# uart_rx_frame

Figure 1. Metal layers overlaid (uart_rx_frame).
Only two layers are drawn.
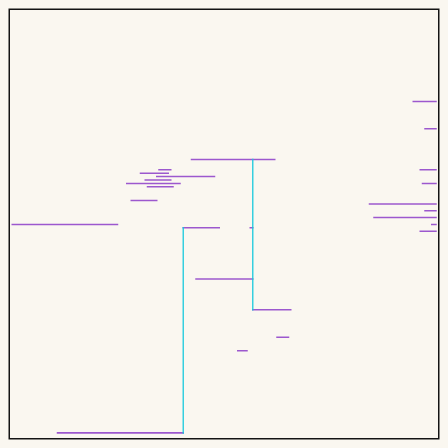

File: src/rtl/uart_pkg.sv
// Shared UART types and constants. With UART_RX_PARITY_EN defined, the receiver
// state set includes the even-parity state.
package uart_pkg;

  localparam int unsigned CLK_CNT_W = 16;
  localparam int unsigned DATA_W    = 8;

  typedef enum logic [2:0] {
    ST_IDLE,
    ST_START,
    ST_DATA,
`ifdef UART_RX_PARITY_EN
    ST_PARITY,
`endif
    ST_STOP,
    ST_WAIT_IDLE
  } rx_state_t;

  // Even parity: the parity bit that makes the total count of ones even.
  function automatic logic even_parity(input logic [DATA_W-1:0] d);
    return ^d;
  endfunction

endpackage

File: src/rtl/uart_rx_sync.sv
// Two-flop synchronizer for an asynchronous idle-high input; both stages reset to 1
// so that releasing reset never looks like a falling edge.
module uart_rx_sync (
  input  logic clk,
  input  logic rst_n,
  input  logic i_d,
  output logic o_q
);

  logic r_meta;
  logic r_sync;

  always_ff @(posedge clk or negedge rst_n) begin
    if (!rst_n) begin
      r_meta <= 1'b1;
      r_sync <= 1'b1;
    end else begin
      r_meta <= i_d;
      r_sync <= r_meta;
    end
  end

  assign o_q = r_sync;

endmodule

File: src/rtl/uart_rx_frame.sv
// UART frame receiver: start validation, mid-bit sampling, framing/overrun detection
// and a valid/ready byte output. Define UART_RX_PARITY_EN to check even parity.
module uart_rx_frame
  import uart_pkg::*;
#(
  parameter int unsigned CLKS_PER_BIT = 16
) (
  input  logic              clk,
  input  logic              rst_n,
  input  logic              rx,
  output logic [DATA_W-1:0] data_out,
  output logic              data_valid,
  input  logic              data_ready,
  output logic              frame_err,
  output logic              parity_err,
  output logic              overrun_err,
  output logic              busy
);

  localparam logic [CLK_CNT_W-1:0] LP_HALF = CLK_CNT_W'(CLKS_PER_BIT / 2 - 1);
  localparam logic [CLK_CNT_W-1:0] LP_FULL = CLK_CNT_W'(CLKS_PER_BIT - 1);

  logic                 w_rx_s;
  rx_state_t            r_state;
  logic [CLK_CNT_W-1:0] r_clk_cnt;
  logic [2:0]           r_bit_cnt;
  logic [DATA_W-1:0]    r_shift;
  logic [DATA_W-1:0]    r_data;
  logic                 r_valid;
  logic                 r_ferr;
  logic                 r_oerr;
`ifdef UART_RX_PARITY_EN
  logic                 r_par_bad;
  logic                 r_perr;
`endif

  uart_rx_sync u_sync (
    .clk   (clk),
    .rst_n (rst_n),
    .i_d   (rx),
    .o_q   (w_rx_s)
  );

  always_ff @(posedge clk or negedge rst_n) begin
    if (!rst_n) begin
      r_state   <= ST_IDLE;
      r_clk_cnt <= '0;
      r_bit_cnt <= '0;
      r_shift   <= '0;
      r_data    <= '0;
      r_valid   <= 1'b0;
      r_ferr    <= 1'b0;
      r_oerr    <= 1'b0;
`ifdef UART_RX_PARITY_EN
      r_par_bad <= 1'b0;
      r_perr    <= 1'b0;
`endif
    end else begin
      r_ferr <= 1'b0;
      r_oerr <= 1'b0;
`ifdef UART_RX_PARITY_EN
      r_perr <= 1'b0;
`endif
      // Consumption first; a delivery later in this block overrides the clear.
      if (r_valid && data_ready) r_valid <= 1'b0;

      case (r_state)
        ST_IDLE: begin
          if (!w_rx_s) begin
            r_state   <= ST_START;
            r_clk_cnt <= '0;
          end
        end
        ST_START: begin
          if (r_clk_cnt == LP_HALF) begin
            r_clk_cnt <= '0;
            r_bit_cnt <= '0;
            r_state   <= w_rx_s ? ST_IDLE : ST_DATA;
          end else begin
            r_clk_cnt <= r_clk_cnt + CLK_CNT_W'(1);
          end
        end
        ST_DATA: begin
          if (r_clk_cnt == LP_FULL) begin
            r_clk_cnt          <= '0;
            r_shift[r_bit_cnt] <= w_rx_s;
            r_bit_cnt          <= r_bit_cnt + 3'd1;
            if (r_bit_cnt == 3'd7) begin
`ifdef UART_RX_PARITY_EN
              r_state <= ST_PARITY;
`else
              r_state <= ST_STOP;
`endif
            end
          end else begin
            r_clk_cnt <= r_clk_cnt + CLK_CNT_W'(1);
          end
        end
`ifdef UART_RX_PARITY_EN
        ST_PARITY: begin
          if (r_clk_cnt == LP_FULL) begin
            r_clk_cnt <= '0;
            r_par_bad <= even_parity(r_shift) ^ w_rx_s;
            r_state   <= ST_STOP;
          end else begin
            r_clk_cnt <= r_clk_cnt + CLK_CNT_W'(1);
          end
        end
`endif
        ST_STOP: begin
          if (r_clk_cnt == LP_FULL) begin
            r_clk_cnt <= '0;
            if (!w_rx_s) begin
              r_ferr  <= 1'b1;
              r_state <= ST_WAIT_IDLE;
            end else begin
              r_state <= ST_IDLE;
`ifdef UART_RX_PARITY_EN
              if (r_par_bad) begin
                r_perr <= 1'b1;
              end else begin
                r_data  <= r_shift;
                r_valid <= 1'b1;
                r_oerr  <= r_valid && !data_ready;
              end
`else
              r_data  <= r_shift;
              r_valid <= 1'b1;
              r_oerr  <= r_valid && !data_ready;
`endif
            end
          end else begin
            r_clk_cnt <= r_clk_cnt + CLK_CNT_W'(1);
          end
        end
        ST_WAIT_IDLE: begin
          if (w_rx_s) r_state <= ST_IDLE;
        end
        default: r_state <= ST_IDLE;
      endcase
    end
  end

  assign data_out    = r_data;
  assign data_valid  = r_valid;
  assign frame_err   = r_ferr;
  assign overrun_err = r_oerr;
  assign busy        = (r_state != ST_IDLE);
`ifdef UART_RX_PARITY_EN
  assign parity_err  = r_perr;
`else
  assign parity_err  = 1'b0;
`endif

endmodule

File: config.mk
export PLATFORM = sky130hd
export DESIGN_NAME = uart_rx_frame
export DESIGN_NICKNAME = d
export VERILOG_FILES = /design/src/rtl/uart_pkg.sv /design/src/rtl/uart_rx_sync.sv /design/src/rtl/uart_rx_frame.sv
export SDC_FILE = /design/constraint.sdc
export NUM_CORES = 1
export LEC_CHECK = 0
export ABC_AREA = 1
export ABC_CLOCK_PERIOD_IN_PS = 1800
export CAP_MARGIN = 10
export CORE_MARGIN = 2
export CORE_UTILIZATION = 35
export CTS_BUF_LIST = sky130_fd_sc_hd__clkbuf_8
export CTS_CLUSTER_SIZE = 14
export DETAILED_ROUTE_END_ITERATION = 8
export DONT_BUFFER_PORTS = 1
export GPL_TIMING_DRIVEN = 1
export PLACE_DENSITY_LB_ADDON = 0.2
export SLEW_MARGIN = 20
export SYNTH_ARGS = -nofsm -noshare
export SYNTH_HDL_FRONTEND = slang
export SYNTH_SLANG_ARGS = --single-unit
File: constraint.sdc
create_clock -name clk -period 1.8 [get_ports clk]
set_input_delay 0.36 -clock clk [delete_from_list [all_inputs] [get_ports clk]]
set_output_delay 0.36 -clock clk [all_outputs]
set_load 0.02 [all_outputs]
# usb_cmd_parser

**src/rtl/usb_cmd_pkg.sv**
```systemverilog
`default_nettype none
// ============================================================================
// Module      : usb_cmd_pkg
// Description : Shared definitions for the USB command parser: the frame FSM
//               state encoding, default SYNC/ACK/NAK byte values and the
//               frame length in bytes (SYNC, ADDR, D3..D0, CHK).
// Revision    : 1.0 - initial release
// ============================================================================
package usb_cmd_pkg;

    typedef enum logic [2:0] {
        ST_HUNT = 3'd0,
        ST_ADDR = 3'd1,
        ST_D3   = 3'd2,
        ST_D2   = 3'd3,
        ST_D1   = 3'd4,
        ST_D0   = 3'd5,
        ST_CHK  = 3'd6,
        ST_RESP = 3'd7
    } frame_state_t;

    localparam logic [7:0] SYNC_BYTE_DEF = 8'hA5;
    localparam logic [7:0] ACK_BYTE_DEF  = 8'h06;
    localparam logic [7:0] NAK_BYTE_DEF  = 8'h15;
    localparam int         FRAME_LEN     = 7;

endpackage : usb_cmd_pkg
`default_nettype wire

```
**src/rtl/usb_rx_byte_fetch.sv**
```systemverilog
`default_nettype none
// ============================================================================
// Module      : usb_rx_byte_fetch
// Description : Issues single-cycle reads to a non-showahead RX FIFO and
//               flags the cycle in which the returned byte is valid.
//               A request is only issued when the FIFO holds data, the
//               previous read has returned and the parser allows fetching,
//               so at most one byte arrives every two cycles.
// Ports       : clk_i    - system clock
//               rst      - synchronous active-high reset
//               fetch_en - parser is able to accept a byte
//               rdusedw  - RX FIFO fill count
//               rdreq    - RX FIFO read request (registered)
//               byte_vld - FIFO read data is valid this cycle (registered)
// Revision    : 1.0 - initial release
// ============================================================================
module usb_rx_byte_fetch (
    input  logic       clk_i,
    input  logic       rst,
    input  logic       fetch_en,
    input  logic [8:0] rdusedw,
    output logic       rdreq,
    output logic       byte_vld
);

    // r_rdreq doubles as the in-flight flag: the FIFO answers exactly one
    // cycle after the request, so a read is outstanding only while it is high.
    logic r_rdreq;
    logic r_byte_vld;
    logic w_issue;

    assign w_issue = fetch_en && (rdusedw != 9'd0) && !r_rdreq;

    always_ff @(posedge clk_i) begin
        if (rst) begin
            r_rdreq    <= 1'b0;
            r_byte_vld <= 1'b0;
        end else begin
            r_rdreq    <= w_issue;
            r_byte_vld <= r_rdreq;
        end
    end

    assign rdreq    = r_rdreq;
    assign byte_vld = r_byte_vld;

endmodule : usb_rx_byte_fetch
`default_nettype wire

```
**src/rtl/usb_cmd_parser.sv**
```systemverilog
`default_nettype none
// ============================================================================
// Module      : usb_cmd_parser
// Description : Parses 7-byte command frames (SYNC, ADDR, D3..D0, CHK) from
//               an RX FIFO, issues a register write on a good XOR checksum
//               and answers with ACK, or NAK on bad checksum / inter-byte
//               timeout, through a TX FIFO. NAKed frames are counted.
// Ports       : clk_i         - system clock (RX read / TX write clock)
//               rst           - synchronous active-high reset
//               rxf_rdreq_o   - RX FIFO read request
//               rxf_rddata_i  - RX FIFO data, valid one cycle after request
//               rxf_rdusedw_i - RX FIFO fill count
//               txe_wrreq_o   - TX FIFO write request
//               txe_wrdata_o  - TX FIFO write data
//               txe_wrfull_i  - TX FIFO full flag
//               reg_wr_o      - one-cycle register write strobe
//               reg_addr_o    - register address
//               reg_wdata_o   - register write data
//               err_cnt_o     - saturating count of NAKed frames
// Revision    : 1.0 - initial release
// ============================================================================
module usb_cmd_parser
    import usb_cmd_pkg::*;
#(
    parameter logic [7:0] SYNC_BYTE      = SYNC_BYTE_DEF,
    parameter logic [7:0] ACK_BYTE       = ACK_BYTE_DEF,
    parameter logic [7:0] NAK_BYTE       = NAK_BYTE_DEF,
    parameter int         TIMEOUT_CYCLES = 1_000_000
) (
    input  logic        clk_i,
    input  logic        rst,
    output logic        rxf_rdreq_o,
    input  logic [7:0]  rxf_rddata_i,
    input  logic [8:0]  rxf_rdusedw_i,
    output logic        txe_wrreq_o,
    output logic [7:0]  txe_wrdata_o,
    input  logic        txe_wrfull_i,
    output logic        reg_wr_o,
    output logic [7:0]  reg_addr_o,
    output logic [31:0] reg_wdata_o,
    output logic [15:0] err_cnt_o
);

    localparam int TW = (TIMEOUT_CYCLES > 2) ? $clog2(TIMEOUT_CYCLES) : 1;
    localparam logic [TW-1:0] c_TO_LAST = TW'(TIMEOUT_CYCLES - 1);
    localparam logic [TW-1:0] c_TO_ONE  = TW'(1);

    frame_state_t r_state;
    frame_state_t w_state_next;

    logic          w_byte_vld;
    logic          w_fetch_en;
    logic          w_in_frame;
    logic          w_timeout;
    logic          w_chk_ok;
    logic          w_nak;
    logic [TW-1:0] r_to_cnt;
    logic [7:0]    r_chk;
    logic [7:0]    r_addr_buf;
    logic [31:0]   r_data_buf;
    logic [7:0]    r_resp;
    logic          r_txe_wrreq;
    logic [7:0]    r_txe_wrdata;
    logic          r_reg_wr;
    logic [7:0]    r_reg_addr;
    logic [31:0]   r_reg_wdata;
    logic [15:0]   r_err_cnt;

    // Fetching is gated on the next state so that no read can be launched
    // on the same edge the FSM enters RESP; such a byte would be lost.
    assign w_fetch_en = (w_state_next != ST_RESP);

    usb_rx_byte_fetch u_fetch (
        .clk_i    (clk_i),
        .rst      (rst),
        .fetch_en (w_fetch_en),
        .rdusedw  (rxf_rdusedw_i),
        .rdreq    (rxf_rdreq_o),
        .byte_vld (w_byte_vld)
    );

    assign w_in_frame = (r_state != ST_HUNT) && (r_state != ST_RESP);
    // A byte arriving in the last timeout cycle still counts as in time.
    assign w_timeout  = w_in_frame && !w_byte_vld && (r_to_cnt == c_TO_LAST);
    assign w_chk_ok   = (r_chk == rxf_rddata_i);
    assign w_nak      = w_timeout || ((r_state == ST_CHK) && w_byte_vld && !w_chk_ok);

    always_comb begin
        w_state_next = r_state;
        case (r_state)
            ST_HUNT: if (w_byte_vld && (rxf_rddata_i == SYNC_BYTE)) w_state_next = ST_ADDR;
            ST_ADDR: if (w_byte_vld) w_state_next = ST_D3;   else if (w_timeout) w_state_next = ST_RESP;
            ST_D3:   if (w_byte_vld) w_state_next = ST_D2;   else if (w_timeout) w_state_next = ST_RESP;
            ST_D2:   if (w_byte_vld) w_state_next = ST_D1;   else if (w_timeout) w_state_next = ST_RESP;
            ST_D1:   if (w_byte_vld) w_state_next = ST_D0;   else if (w_timeout) w_state_next = ST_RESP;
            ST_D0:   if (w_byte_vld) w_state_next = ST_CHK;  else if (w_timeout) w_state_next = ST_RESP;
            ST_CHK:  if (w_byte_vld || w_timeout) w_state_next = ST_RESP;
            ST_RESP: if (!txe_wrfull_i) w_state_next = ST_HUNT;
            default: w_state_next = ST_HUNT;
        endcase
    end

    always_ff @(posedge clk_i) begin
        if (rst) begin
            r_state      <= ST_HUNT;
            r_to_cnt     <= '0;
            r_chk        <= 8'h00;
            r_addr_buf   <= 8'h00;
            r_data_buf   <= 32'h0;
            r_resp       <= 8'h00;
            r_txe_wrreq  <= 1'b0;
            r_txe_wrdata <= 8'h00;
            r_reg_wr     <= 1'b0;
            r_reg_addr   <= 8'h00;
            r_reg_wdata  <= 32'h0;
            r_err_cnt    <= 16'h0;
        end else begin
            r_state     <= w_state_next;
            r_reg_wr    <= 1'b0;
            r_txe_wrreq <= 1'b0;

            if (!w_in_frame || w_byte_vld || w_timeout) begin
                r_to_cnt <= '0;
            end else begin
                r_to_cnt <= r_to_cnt + c_TO_ONE;
            end

            if (w_byte_vld) begin
                case (r_state)
                    ST_HUNT: r_chk <= 8'h00;
                    ST_ADDR: begin
                        r_addr_buf <= rxf_rddata_i;
                        r_chk      <= r_chk ^ rxf_rddata_i;
                    end
                    ST_D3, ST_D2, ST_D1, ST_D0: begin
                        r_data_buf <= {r_data_buf[23:0], rxf_rddata_i};
                        r_chk      <= r_chk ^ rxf_rddata_i;
                    end
                    ST_CHK: begin
                        if (w_chk_ok) begin
                            r_reg_wr    <= 1'b1;
                            r_reg_addr  <= r_addr_buf;
                            r_reg_wdata <= r_data_buf;
                            r_resp      <= ACK_BYTE;
                        end
                    end
                    default: ;
                endcase
            end

            if (w_nak) begin
                r_resp <= NAK_BYTE;
                if (r_err_cnt != 16'hFFFF) begin
                    r_err_cnt <= r_err_cnt + 16'd1;
                end
            end

            if ((r_state == ST_RESP) && !txe_wrfull_i) begin
                r_txe_wrreq  <= 1'b1;
                r_txe_wrdata <= r_resp;
            end
        end
    end

    assign txe_wrreq_o  = r_txe_wrreq;
    assign txe_wrdata_o = r_txe_wrdata;
    assign reg_wr_o     = r_reg_wr;
    assign reg_addr_o   = r_reg_addr;
    assign reg_wdata_o  = r_reg_wdata;
    assign err_cnt_o    = r_err_cnt;

endmodule : usb_cmd_parser
`default_nettype wire

```
**config.mk**
```make
export PLATFORM = sky130hd
export DESIGN_NAME = usb_cmd_parser
export DESIGN_NICKNAME = d
export VERILOG_FILES = /design/src/rtl/usb_cmd_pkg.sv /design/src/rtl/usb_rx_byte_fetch.sv /design/src/rtl/usb_cmd_parser.sv
export SDC_FILE = /design/constraint.sdc
export NUM_CORES = 1
export LEC_CHECK = 0
export CAP_MARGIN = 10
export CORE_ASPECT_RATIO = 1.2
export CORE_UTILIZATION = 25
export CTS_BUF_LIST = sky130_fd_sc_hd__clkbuf_16
export CTS_CLUSTER_SIZE = 12
export DETAILED_ROUTE_END_ITERATION = 6
export GPL_ROUTABILITY_DRIVEN = 0
export GPL_TIMING_DRIVEN = 0
export PLACE_DENSITY = 0.52
export SYNTH_ARGS = -nofsm -noshare
export SYNTH_HDL_FRONTEND = slang
export SYNTH_SLANG_ARGS = --single-unit
```
**constraint.sdc**
```tcl
create_clock -name clk_i -period 6.3 [get_ports clk_i]
set_clock_uncertainty 0.15 [all_clocks]
set_input_delay 1.26 -clock clk_i [delete_from_list [all_inputs] [get_ports clk_i]]
set_output_delay 1.26 -clock clk_i [all_outputs]
set_load 0.03 [all_outputs]
```
# inv_mixcolumn_seq

===== config.mk =====
export PLATFORM = sky130hd
export DESIGN_NAME = inv_mixcolumn_seq
export DESIGN_NICKNAME = d
export VERILOG_FILES = /design/src/rtl/saes_pkg.sv /design/src/rtl/saes_mixcol_col.sv /design/src/rtl/inv_mixcolumn_seq.sv
export SDC_FILE = /design/constraint.sdc
export NUM_CORES = 1
export LEC_CHECK = 0
export CAP_MARGIN = 15
export CORE_UTILIZATION = 35
export CTS_CLUSTER_DIAMETER = 200
export DETAILED_ROUTE_END_ITERATION = 10
export PLACE_DENSITY = 0.69
export SLEW_MARGIN = 20
export SYNTH_ARGS = -nofsm -noshare
export SYNTH_HDL_FRONTEND = slang
export SYNTH_SLANG_ARGS = --single-unit

===== constraint.sdc =====
create_clock -name clk -period 1.45 [get_ports clk]
set_clock_uncertainty 0.1 [all_clocks]
set_input_delay 0.29 -clock clk [delete_from_list [all_inputs] [get_ports clk]]
set_output_delay 0.29 -clock clk [all_outputs]
set_load 0.005 [all_outputs]

===== src/rtl/saes_pkg.sv =====
// Shared S-AES mix-column definitions: GF(2^4) helpers, FSM states and data types.
package saes_pkg;

    typedef logic [3:0]  nibble_t;
    typedef logic [15:0] saes_state_t;

    typedef struct packed {
        nibble_t top;
        nibble_t bot;
    } col_t;

    typedef enum logic [1:0] {
        IDLE = 2'd0,
        COL0 = 2'd1,
        COL1 = 2'd2,
        DONE = 2'd3
    } mix_state_e;

    // Low bits of x^4+x+1: an overflowing x^4 folds back as x+1.
    localparam nibble_t GF4_POLY_LOW = 4'h3;

    localparam nibble_t MUL2 = 4'h2;
    localparam nibble_t MUL4 = 4'h4;
    localparam nibble_t MUL9 = 4'h9;

    function automatic nibble_t gf_xtime(input nibble_t n);
        return {n[2:0], 1'b0} ^ (n[3] ? GF4_POLY_LOW : 4'h0);
    endfunction

    // Shift-and-add multiply; collapses to a few XORs when k is a constant.
    function automatic nibble_t gf_mul(input nibble_t n, input nibble_t k);
        nibble_t acc;
        nibble_t p;
        acc = 4'h0;
        p   = n;
        for (int i = 0; i < 4; i++) begin
            if (k[i]) acc = acc ^ p;
            p = gf_xtime(p);
        end
        return acc;
    endfunction

endpackage


===== src/rtl/saes_mixcol_col.sv =====
// Combinational single-column mix: dir=1 inverse [[9,2],[2,9]], dir=0 forward [[1,4],[4,1]].
module saes_mixcol_col
    import saes_pkg::*;
(
    input  logic       dir,
    input  logic [7:0] col_in,
    output logic [7:0] col_out
);

    col_t c_in;
    col_t c_out;

    assign c_in = col_t'(col_in);

    always_comb begin
        c_out = '0;
        if (dir) begin
            c_out.top = gf_mul(c_in.top, MUL9) ^ gf_mul(c_in.bot, MUL2);
            c_out.bot = gf_mul(c_in.top, MUL2) ^ gf_mul(c_in.bot, MUL9);
        end else begin
            c_out.top = c_in.top ^ gf_mul(c_in.bot, MUL4);
            c_out.bot = gf_mul(c_in.top, MUL4) ^ c_in.bot;
        end
    end

    assign col_out = c_out;

endmodule


===== src/rtl/inv_mixcolumn_seq.sv =====
// Sequential S-AES inverse MixColumns, one column per cycle through a shared column unit.
// Define INVMIX_DIR_SEL_EN to add a dir port selecting forward (0) or inverse (1).
module inv_mixcolumn_seq
    import saes_pkg::*;
(
    input  logic        clk,
    input  logic        rst,
`ifdef INVMIX_DIR_SEL_EN
    input  logic        dir,
`endif
    input  logic        in_valid,
    output logic        in_ready,
    input  logic [15:0] data_in,
    output logic        out_valid,
    input  logic        out_ready,
    output logic [15:0] data_out
);

    mix_state_e  state_q, state_d;
    saes_state_t in_q;
    logic        load;
    logic        dir_sel;
    logic [7:0]  col_in;
    logic [7:0]  col_out;

`ifdef INVMIX_DIR_SEL_EN
    logic dir_q;

    always_ff @(posedge clk) begin
        if (rst)       dir_q <= 1'b1;
        else if (load) dir_q <= dir;
    end

    assign dir_sel = dir_q;
`else
    assign dir_sel = 1'b1;
`endif

    always_comb begin
        state_d   = state_q;
        in_ready  = 1'b0;
        out_valid = 1'b0;
        load      = 1'b0;
        case (state_q)
            IDLE: begin
                in_ready = 1'b1;
                if (in_valid) begin
                    load    = 1'b1;
                    state_d = COL0;
                end
            end
            COL0: state_d = COL1;
            COL1: state_d = DONE;
            DONE: begin
                out_valid = 1'b1;
                if (out_ready) state_d = IDLE;
            end
            default: state_d = IDLE;
        endcase
    end

    assign col_in = (state_q == COL1) ? in_q[7:0] : in_q[15:8];

    saes_mixcol_col u_col (
        .dir     (dir_sel),
        .col_in  (col_in),
        .col_out (col_out)
    );

    always_ff @(posedge clk) begin
        if (rst) begin
            state_q  <= IDLE;
            in_q     <= '0;
            data_out <= '0;
        end else begin
            state_q <= state_d;
            if (load)             in_q           <= data_in;
            if (state_q == COL0)  data_out[15:8] <= col_out;
            if (state_q == COL1)  data_out[7:0]  <= col_out;
        end
    end

endmodule


# cache_fill_ctrl

--- src/rtl/cache_pkg.sv ---
// Shared types and defaults for the cache fill controller and its sub-blocks.
package cache_pkg;

   typedef enum logic [1:0] {
      IDLE = 2'd0,
      FILL = 2'd1,
      DONE = 2'd2
   } fill_state_e;

   localparam int DEF_ADDR_W          = 16;
   localparam int DEF_DATA_W          = 16;
   localparam int DEF_WORDS_PER_BLOCK = 8;

   // Number of address bits covered by one block (word index plus byte offset).
   function automatic int blk_offs_bits(input int words_per_block, input int data_w);
      return $clog2(words_per_block) + $clog2(data_w / 8);
   endfunction

endpackage

--- src/rtl/fill_word_counter.sv ---
// Word counter for the fill controller: synchronous clear has priority over increment.
module fill_word_counter #(
   parameter int CNT_W = 4
) (
   input  logic             clk,
   input  logic             rst,
   input  logic             clear,
   input  logic             inc,
   output logic [CNT_W-1:0] count
);

   logic [CNT_W-1:0] count_q, count_d;

   // NOTE: every signal gets a default before any branch, so no path can leave it unassigned and infer a latch.
   always_comb begin
      count_d = count_q;
      if (clear) begin
         count_d = '0;
      end else if (inc) begin
         count_d = count_q + CNT_W'(1);
      end
   end

   // NOTE: non-blocking assignments so every flop samples pre-edge values, independent of block order.
   always_ff @(posedge clk or posedge rst) begin
      if (rst) begin
         count_q <= '0;
      end else begin
         count_q <= count_d;
      end
   end

   assign count = count_q;

endmodule

--- src/rtl/cache_fill_ctrl.sv ---
// Cache-miss block fill controller: IDLE -> FILL (issue/return words) -> DONE (tag write).
// Optional CRITICAL_WORD_FIRST_EN: fill starts at the missed word, wraps in the block, adds critical_word_valid.
module cache_fill_ctrl
   import cache_pkg::*;
#(
   parameter int  ADDR_W          = DEF_ADDR_W,
   parameter int  DATA_W          = DEF_DATA_W,
   parameter int  WORDS_PER_BLOCK = DEF_WORDS_PER_BLOCK,
   localparam int OFFS_W          = $clog2(WORDS_PER_BLOCK)
) (
   input  logic              clk,
   input  logic              rst,
   input  logic              miss_detected,
   input  logic [ADDR_W-1:0] miss_address,
   output logic              fsm_busy,
   output logic              mem_req,
   input  logic              mem_req_ready,
   output logic [ADDR_W-1:0] memory_address,
   input  logic [DATA_W-1:0] memory_data,
   input  logic              memory_data_valid,
   output logic              write_data_array,
   output logic [OFFS_W-1:0] data_word_idx,
   output logic [DATA_W-1:0] fill_data,
   output logic              write_tag_array,
`ifdef CRITICAL_WORD_FIRST_EN
   output logic              critical_word_valid,
`endif
   output logic [ADDR_W-1:0] tag_address
);

   localparam int                BYTE_W    = $clog2(DATA_W / 8);
   localparam int                BLK_W     = blk_offs_bits(WORDS_PER_BLOCK, DATA_W);
   localparam logic [OFFS_W:0]   LAST_CNT  = (OFFS_W + 1)'(WORDS_PER_BLOCK - 1);
   localparam logic [OFFS_W:0]   FULL_CNT  = (OFFS_W + 1)'(WORDS_PER_BLOCK);
   localparam logic [ADDR_W-1:0] OFFS_MASK = ADDR_W'((64'd1 << BLK_W) - 64'd1);

   fill_state_e       state_q, state_d;
   logic [ADDR_W-1:0] base_q, base_d;
   logic [OFFS_W:0]   issue_cnt, ret_cnt;
   logic              cnt_clr, issue_inc, ret_inc;
   logic [OFFS_W-1:0] start_idx, issue_idx, ret_idx;

`ifdef CRITICAL_WORD_FIRST_EN
   logic [OFFS_W-1:0] start_idx_q, start_idx_d;
   assign start_idx = start_idx_q;
`else
   assign start_idx = '0;
`endif

   // Word indices wrap naturally at OFFS_W bits, giving the modulo-block ordering.
   assign issue_idx     = issue_cnt[OFFS_W-1:0] + start_idx;
   assign ret_idx       = ret_cnt[OFFS_W-1:0] + start_idx;
   assign data_word_idx = ret_idx;
   assign fill_data     = memory_data;
   assign tag_address   = base_q;

   fill_word_counter #(.CNT_W(OFFS_W + 1)) u_issue_cnt (
      .clk   (clk),
      .rst   (rst),
      .clear (cnt_clr),
      .inc   (issue_inc),
      .count (issue_cnt)
   );

   fill_word_counter #(.CNT_W(OFFS_W + 1)) u_ret_cnt (
      .clk   (clk),
      .rst   (rst),
      .clear (cnt_clr),
      .inc   (ret_inc),
      .count (ret_cnt)
   );

   always_comb begin
      state_d          = state_q;
      base_d           = base_q;
      cnt_clr          = 1'b0;
      issue_inc        = 1'b0;
      ret_inc          = 1'b0;
      fsm_busy         = 1'b0;
      mem_req          = 1'b0;
      memory_address   = '0;
      write_data_array = 1'b0;
      write_tag_array  = 1'b0;
`ifdef CRITICAL_WORD_FIRST_EN
      start_idx_d         = start_idx_q;
      critical_word_valid = 1'b0;
`endif
      case (state_q)
         IDLE: begin
            // Stall in the miss cycle itself, before the state register moves.
            fsm_busy = miss_detected;
            if (miss_detected) begin
               base_d  = miss_address & ~OFFS_MASK;
               cnt_clr = 1'b1;
               state_d = FILL;
`ifdef CRITICAL_WORD_FIRST_EN
               start_idx_d = miss_address[BLK_W-1:BYTE_W];
`endif
            end
         end
         FILL: begin
            fsm_busy       = 1'b1;
            mem_req        = (issue_cnt < FULL_CNT);
            memory_address = base_q + (ADDR_W'(issue_idx) << BYTE_W);
            issue_inc      = mem_req && mem_req_ready;
            if (memory_data_valid) begin
               write_data_array = 1'b1;
               ret_inc          = 1'b1;
`ifdef CRITICAL_WORD_FIRST_EN
               critical_word_valid = (ret_cnt == '0);
`endif
               if (ret_cnt == LAST_CNT) begin
                  state_d = DONE;
               end
            end
         end
         DONE: begin
            write_tag_array = 1'b1;
            state_d         = IDLE;
         end
         default: state_d = IDLE;
      endcase
   end

   always_ff @(posedge clk or posedge rst) begin
      if (rst) begin
         state_q <= IDLE;
         base_q  <= '0;
`ifdef CRITICAL_WORD_FIRST_EN
         start_idx_q <= '0;
`endif
      end else begin
         state_q <= state_d;
         base_q  <= base_d;
`ifdef CRITICAL_WORD_FIRST_EN
         start_idx_q <= start_idx_d;
`endif
      end
   end

endmodule

--- config.mk ---
export PLATFORM = sky130hd
export DESIGN_NAME = cache_fill_ctrl
export DESIGN_NICKNAME = d
export VERILOG_FILES = /design/src/rtl/cache_pkg.sv /design/src/rtl/fill_word_counter.sv /design/src/rtl/cache_fill_ctrl.sv
export SDC_FILE = /design/constraint.sdc
export NUM_CORES = 1
export LEC_CHECK = 0
export CORE_ASPECT_RATIO = 1.25
export CORE_MARGIN = 2
export CORE_UTILIZATION = 31
export CTS_CLUSTER_SIZE = 25
export DETAILED_ROUTE_END_ITERATION = 10
export PLACE_DENSITY = 0.78
export SLEW_MARGIN = 20
export SYNTH_ARGS = -nofsm -noshare
export SYNTH_HDL_FRONTEND = slang
export SYNTH_SLANG_ARGS = --single-unit
--- constraint.sdc ---
create_clock -name clk -period 1.3 [get_ports clk]
set_input_delay 0.26 -clock clk [delete_from_list [all_inputs] [get_ports clk]]
set_output_delay 0.26 -clock clk [all_outputs]
set_load 0.02 [all_outputs]
Figure 2. Power grid (inv_mixcolumn_seq).
Pins as bars on the die edge.
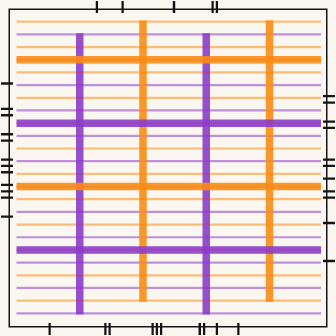
legend:
  orange:
    net: VDD
  purple:
    net: VSS
met1 rails: 24
met5 straps: 4

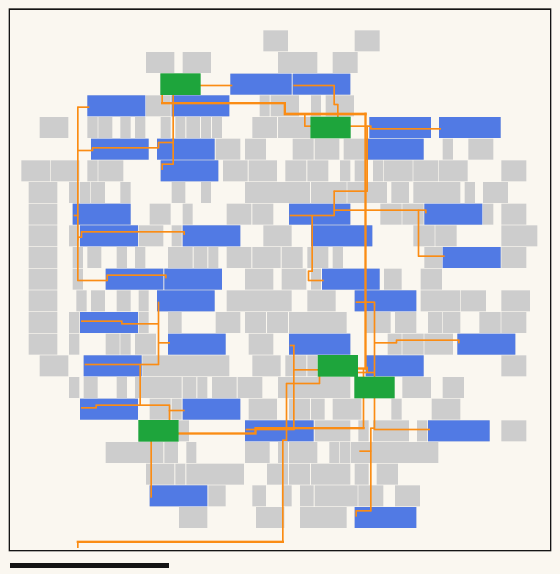
Figure 3: inv_mixcolumn_seq, routed clock nets over the placement.
Scale bar: 20 µm.
legend:
  orange:
    item: clock wires
    length: 457 µm
  blue:
    item: flip-flops
    count: 34
  green:
    item: clock-net drivers
    count: 5
routed clock nets: 6

==> impl_metrics.tcl, inv_mixcolumn_seq <==
# metrics dict for downstream scripts
set metrics [dict create \
    max_stage_delay_ns 0.38 \
    flop-count 34 \
    topCellsByArea "dfxtp_1 (45%), mux2i_1 (11%), nand2_1 (8.2%)" \
    ys_types 24 \
    cts_tree "done" \
    relSlewSlack_pct 74.0 \
    cts.clk_slew.worst_paths_ns 0.07 \
    rr_endpoint "data_out[13]$_SDFFE_PP0N_" \
    cts_resized 34 \
    syn_avg_cell_area_um2 8.97 \
    n_tap_cell 50 \
    clk_share_pct 6.10 \
    fillers 371 \
    cp_num_cells 6 \
    fp_util_pct 37.1 \
    use_met1_pct 20.8 \
    dominant_cells "logic gates" \
    drt_iter0_drc 60 \
    yosysWarnings 0 \
    swShare_pct 31.8 \
    placed_area_mm2 0.00213 \
    comb_cells 120 \
    yosysTopAreaCell "dfxtp_1" \
    cts_buffers 5 \
    vias 1307 \
    synthXorXnorAreaFrac_pct 7.43 \
    die_x_um 67.8 \
    max_freq_mhz 657 \
    edf_count 0 \
    n_antenna_cell 0 \
    cts.sinks 34 \
    adder_share_pct 3.30 \
    sh_comb_area_pct 36.5 \
    inv_count 5 \
    fin_util_pct 57.2 \
    hold_class "reg -> reg" \
    nets 251 \
    cap_viol_max_count 0 \
    seq_area_share_pct 29.7 \
    ys_ff 34 \
    setup_violations 4 \
    ys_sh_aoi_pct 9.33 \
    violations "setup timing" \
    reg_top3 "data_out x16, in_q x16, state_q x2" \
    p_switching_uw 1410 \
    worst_slack_ns -0.0729 \
    antenna_found_initial 0 \
    tool_warnings 31 \
    path_max_fanout 7 \
    start_kind "flop" \
    fin_crit_sh_pct 105 \
    crit_end "data_out[13]$_SDFFE_PP0N_" \
    numPlacedInstances 268 \
    async_reset_ff_share_pct 0 \
    most_common_cell "dfxtp_1" \
    powerDensity_mw_per_mm2 1890 \
    outcome "finished, violations left" \
]
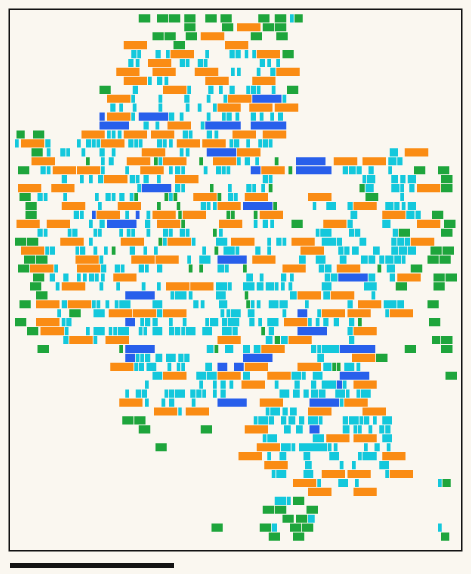
Figure 4: usb_cmd_parser, cells colored by class.
Scale bar: 50 µm.
legend:
  orange:
    class: registers
    cells: 137
  cyan:
    class: remaining logic cells
    cells: 498
  green:
    class: remaining buffers and delay cells
    cells: 125
  blue:
    class: clock drivers and dummy loads
    cells: 32

==> impl_metrics.tcl, usb_cmd_parser <==
# metrics dict for downstream scripts
set metrics [dict create \
    setup_violations 0 \
    syn_avg_cell_area_um2 8.14 \
    top_area_share_pct 49.9 \
    wl_met3_um 559 \
    nets 801 \
    numPlacedInstances 1034 \
    top_usage_layer "met2" \
    yosys.stat.seqShare_pct 49.9 \
    drcViolationCount 0 \
    clockRootBuffer "clkbuf_16" \
    path_max_fanout 10 \
    hold_class "reg -> reg" \
    syn_inst 675 \
    fillers 2295 \
    post-place-ws_ns 2.10 \
    outcome "finished, final reports clean" \
    ios 87 \
    adder_share_pct 0.456 \
    arrival_ns 3.89 \
    cts_buffers 17 \
    crit_family "buffers and inverters" \
    ff2ff_path_depth 9 \
    buffers 125 \
    die_height_um 164 \
    max_freq_mhz 266 \
    worst_ir_drop_vdd_mv 0.196 \
]
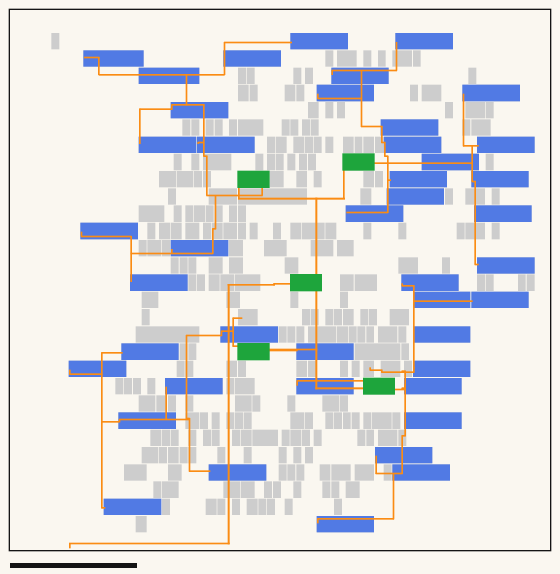
Figure 5: uart_rx_frame, routed clock nets over the placement.
Scale bar: 20 µm.
legend:
  orange:
    item: clock wires
    length: 581 µm
  blue:
    item: flip-flops
    count: 43
  green:
    item: clock-net drivers
    count: 5
flops lie: spread over the die
Clk. pwr: 755 µW
Worst-Skew Late Latency: 0.30 ns
Worst Skew: 0.00582 ns
Clk pwr share: 29.8%

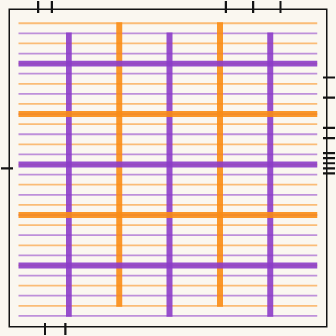
Figure 6: uart_rx_frame, power grid.
Pins as bars on the die edge.
legend:
  orange:
    net: VDD
  purple:
    net: VSS
signal pins: 17
met4 straps: 5
rows: 29
met1 rails: 30
met5 straps: 5
Die Span X: 85.2 µm
Die H: 85.2 µm
Core Area: 0.00635 mm²

Notes on Figure 1 above:
legend:
  cyan:
    layer: M4
    wire_length: 70.7 µm
  purple:
    layer: M3
    wire_length: 182 µm
final wirelength: 4340 µm
Tot GR Track Use: 13.3%
detailed-route via count: 1738
routed len/inst: 11.5 µm

==> impl_metrics.tcl, uart_rx_frame <==
# metrics dict for downstream scripts
set metrics [dict create \
    finalHoldViolCount 0 \
    start_kind "flop" \
    clockRootBuffer "clkbuf_8" \
    rr_endpoint "r_clk_cnt[2]$_DFFE_PN0P_" \
    synthesis.area_mm2 0.00231 \
    fp_nets 297 \
    nets 305 \
    clk_share_pct 4.44 \
    rr_startpoint "r_clk_cnt[0]$_DFFE_PN0P_" \
    cts_max_level 2 \
    rsz0062_at_grt "false" \
    worst_slack_ns 0.229 \
    powerComb_uw 684 \
    pg_seq_uw 1090 \
    top_register "r_clk_cnt" \
    finalCriticalPeriod_ns 1.57 \
    outcome "finished, final reports clean" \
    fillers 643 \
]
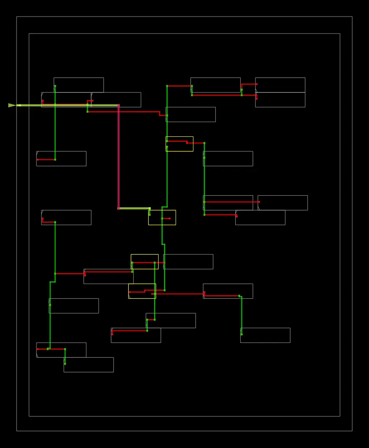
Figure 7: cache_fill_ctrl, clock routing.
Worst-Skew Late Latency: 0.26 ns
CTS Buf Count: 3
clock buf count: 4

==> impl_metrics.tcl, cache_fill_ctrl <==
# metrics dict for downstream scripts
set metrics [dict create \
    outcome "finished, violations left" \
    violations "setup timing" \
    leakage_uw 0.000977 \
    tool_warnings 33 \
    critPathKind "reg -> out" \
    total_power_uw 5870 \
    buf_share_pct 36.1 \
    worst_slack_ns -0.289 \
    sh_comb_area_pct 30.1 \
    skew_ns 0.000814 \
    cap_viol_max_count 0 \
    arrival_ns 1.33 \
    crit_buf_inv 2 \
    fin_util_pct 50.2 \
    ys_types 32 \
    setup_violations 38 \
    design_area_mm2 0.00204 \
    rr_startpoint "state_q[0]$_DFFE_PP0P_" \
    worstPathCellList "and2b_2, buf_12, and2_4, buf_6" \
    vias 982 \
    nets 213 \
    drt_iter0_drc 34 \
    buffers 76 \
    syn_avg_cell_area_um2 11.1 \
    cts.clk_slew.worst_paths_ns 0.08 \
    start_kind "flop" \
    mux_area_share_pct 13.1 \
    clockRootBuffer "clkbuf_8" \
    grtUsageTotal_pct 13.5 \
    cts_tree "done" \
    fin_crit_sh_pct 122 \
]

==> layout pictures side by side <==
Metal layers overlaid.
Only two layers are drawn.
image #1
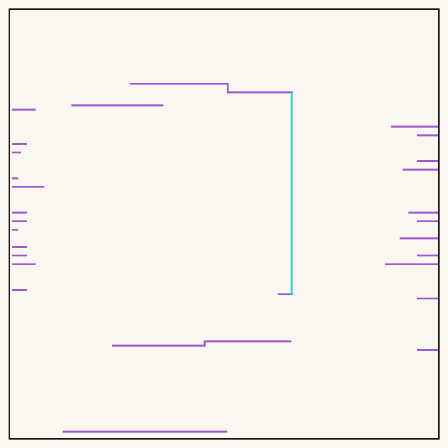
image #2
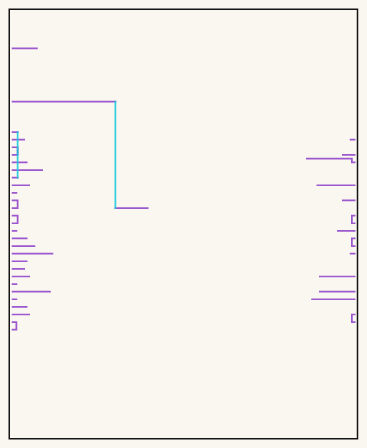
image #3
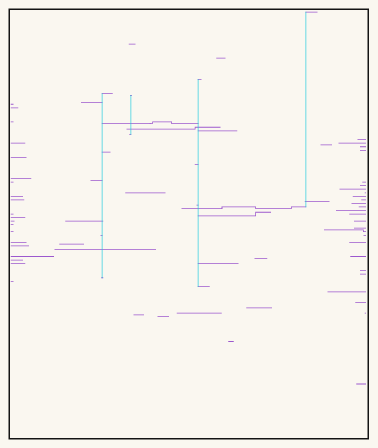
image #3: usb_cmd_parser
image #1: inv_mixcolumn_seq
image #2: cache_fill_ctrl
- most wire: image #3

Key to image #3:
legend:
  purple:
    layer: M3
    wire_length: 559 µm
  cyan:
    layer: M4
    wire_length: 240 µm



==> gallery <==
Cells colored by class.
Scale bar: 20 µm.
(a)
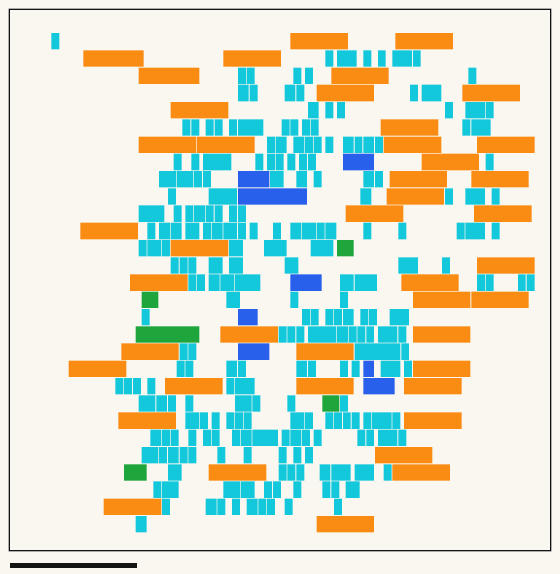
(b)
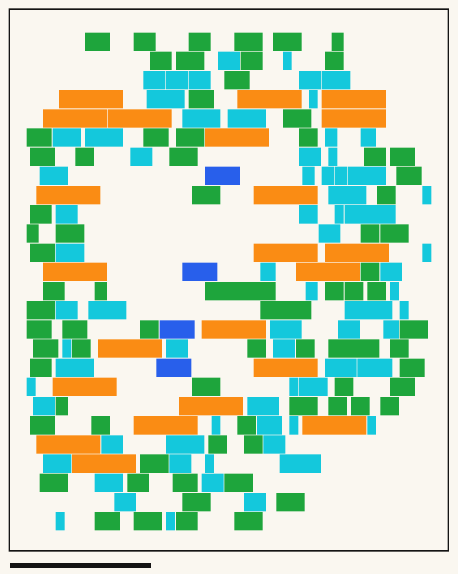
(c)
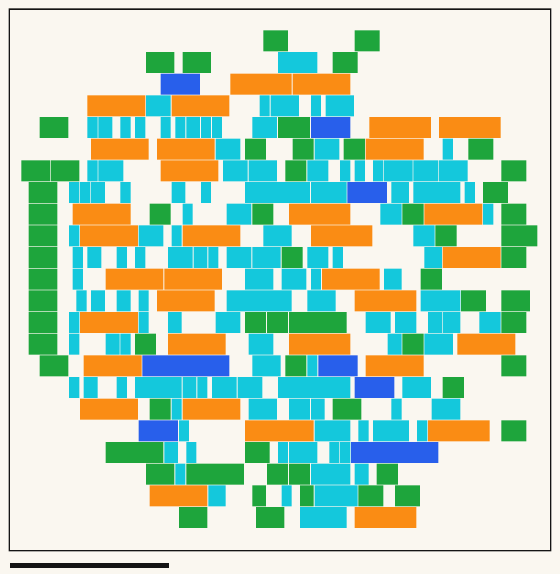
For uart_rx_frame, see (a).
For inv_mixcolumn_seq, see (c).
For cache_fill_ctrl, see (b).


## Gallery

Clock routing.
shot_01.png
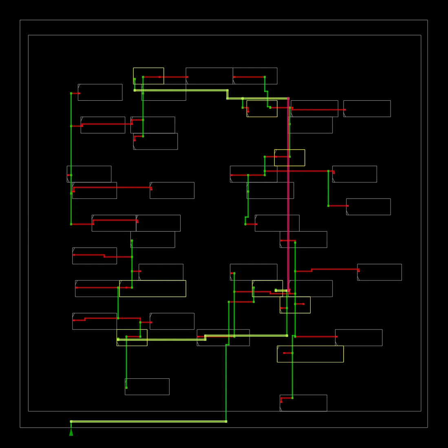
shot_02.png
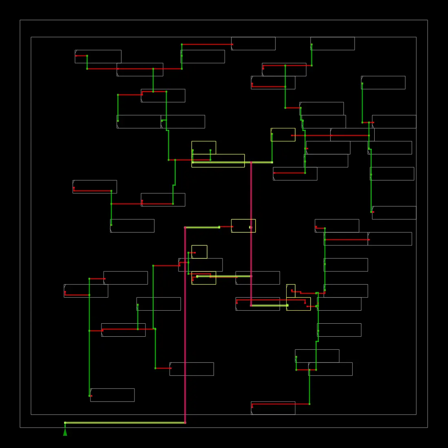
shot_03.png
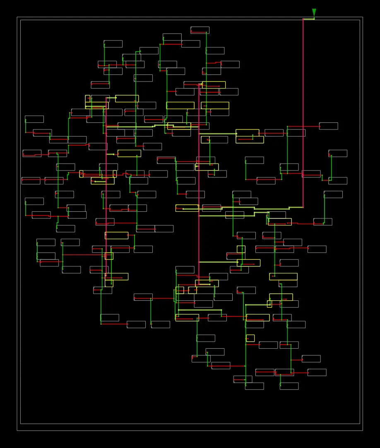
- shot_03.png = usb_cmd_parser
- shot_02.png = uart_rx_frame
- shot_01.png = inv_mixcolumn_seq
Of these, most clock buffers: shot_03.png
Of these, fewest sequential cells: shot_01.png

Power and IR drop assume default switching activity.
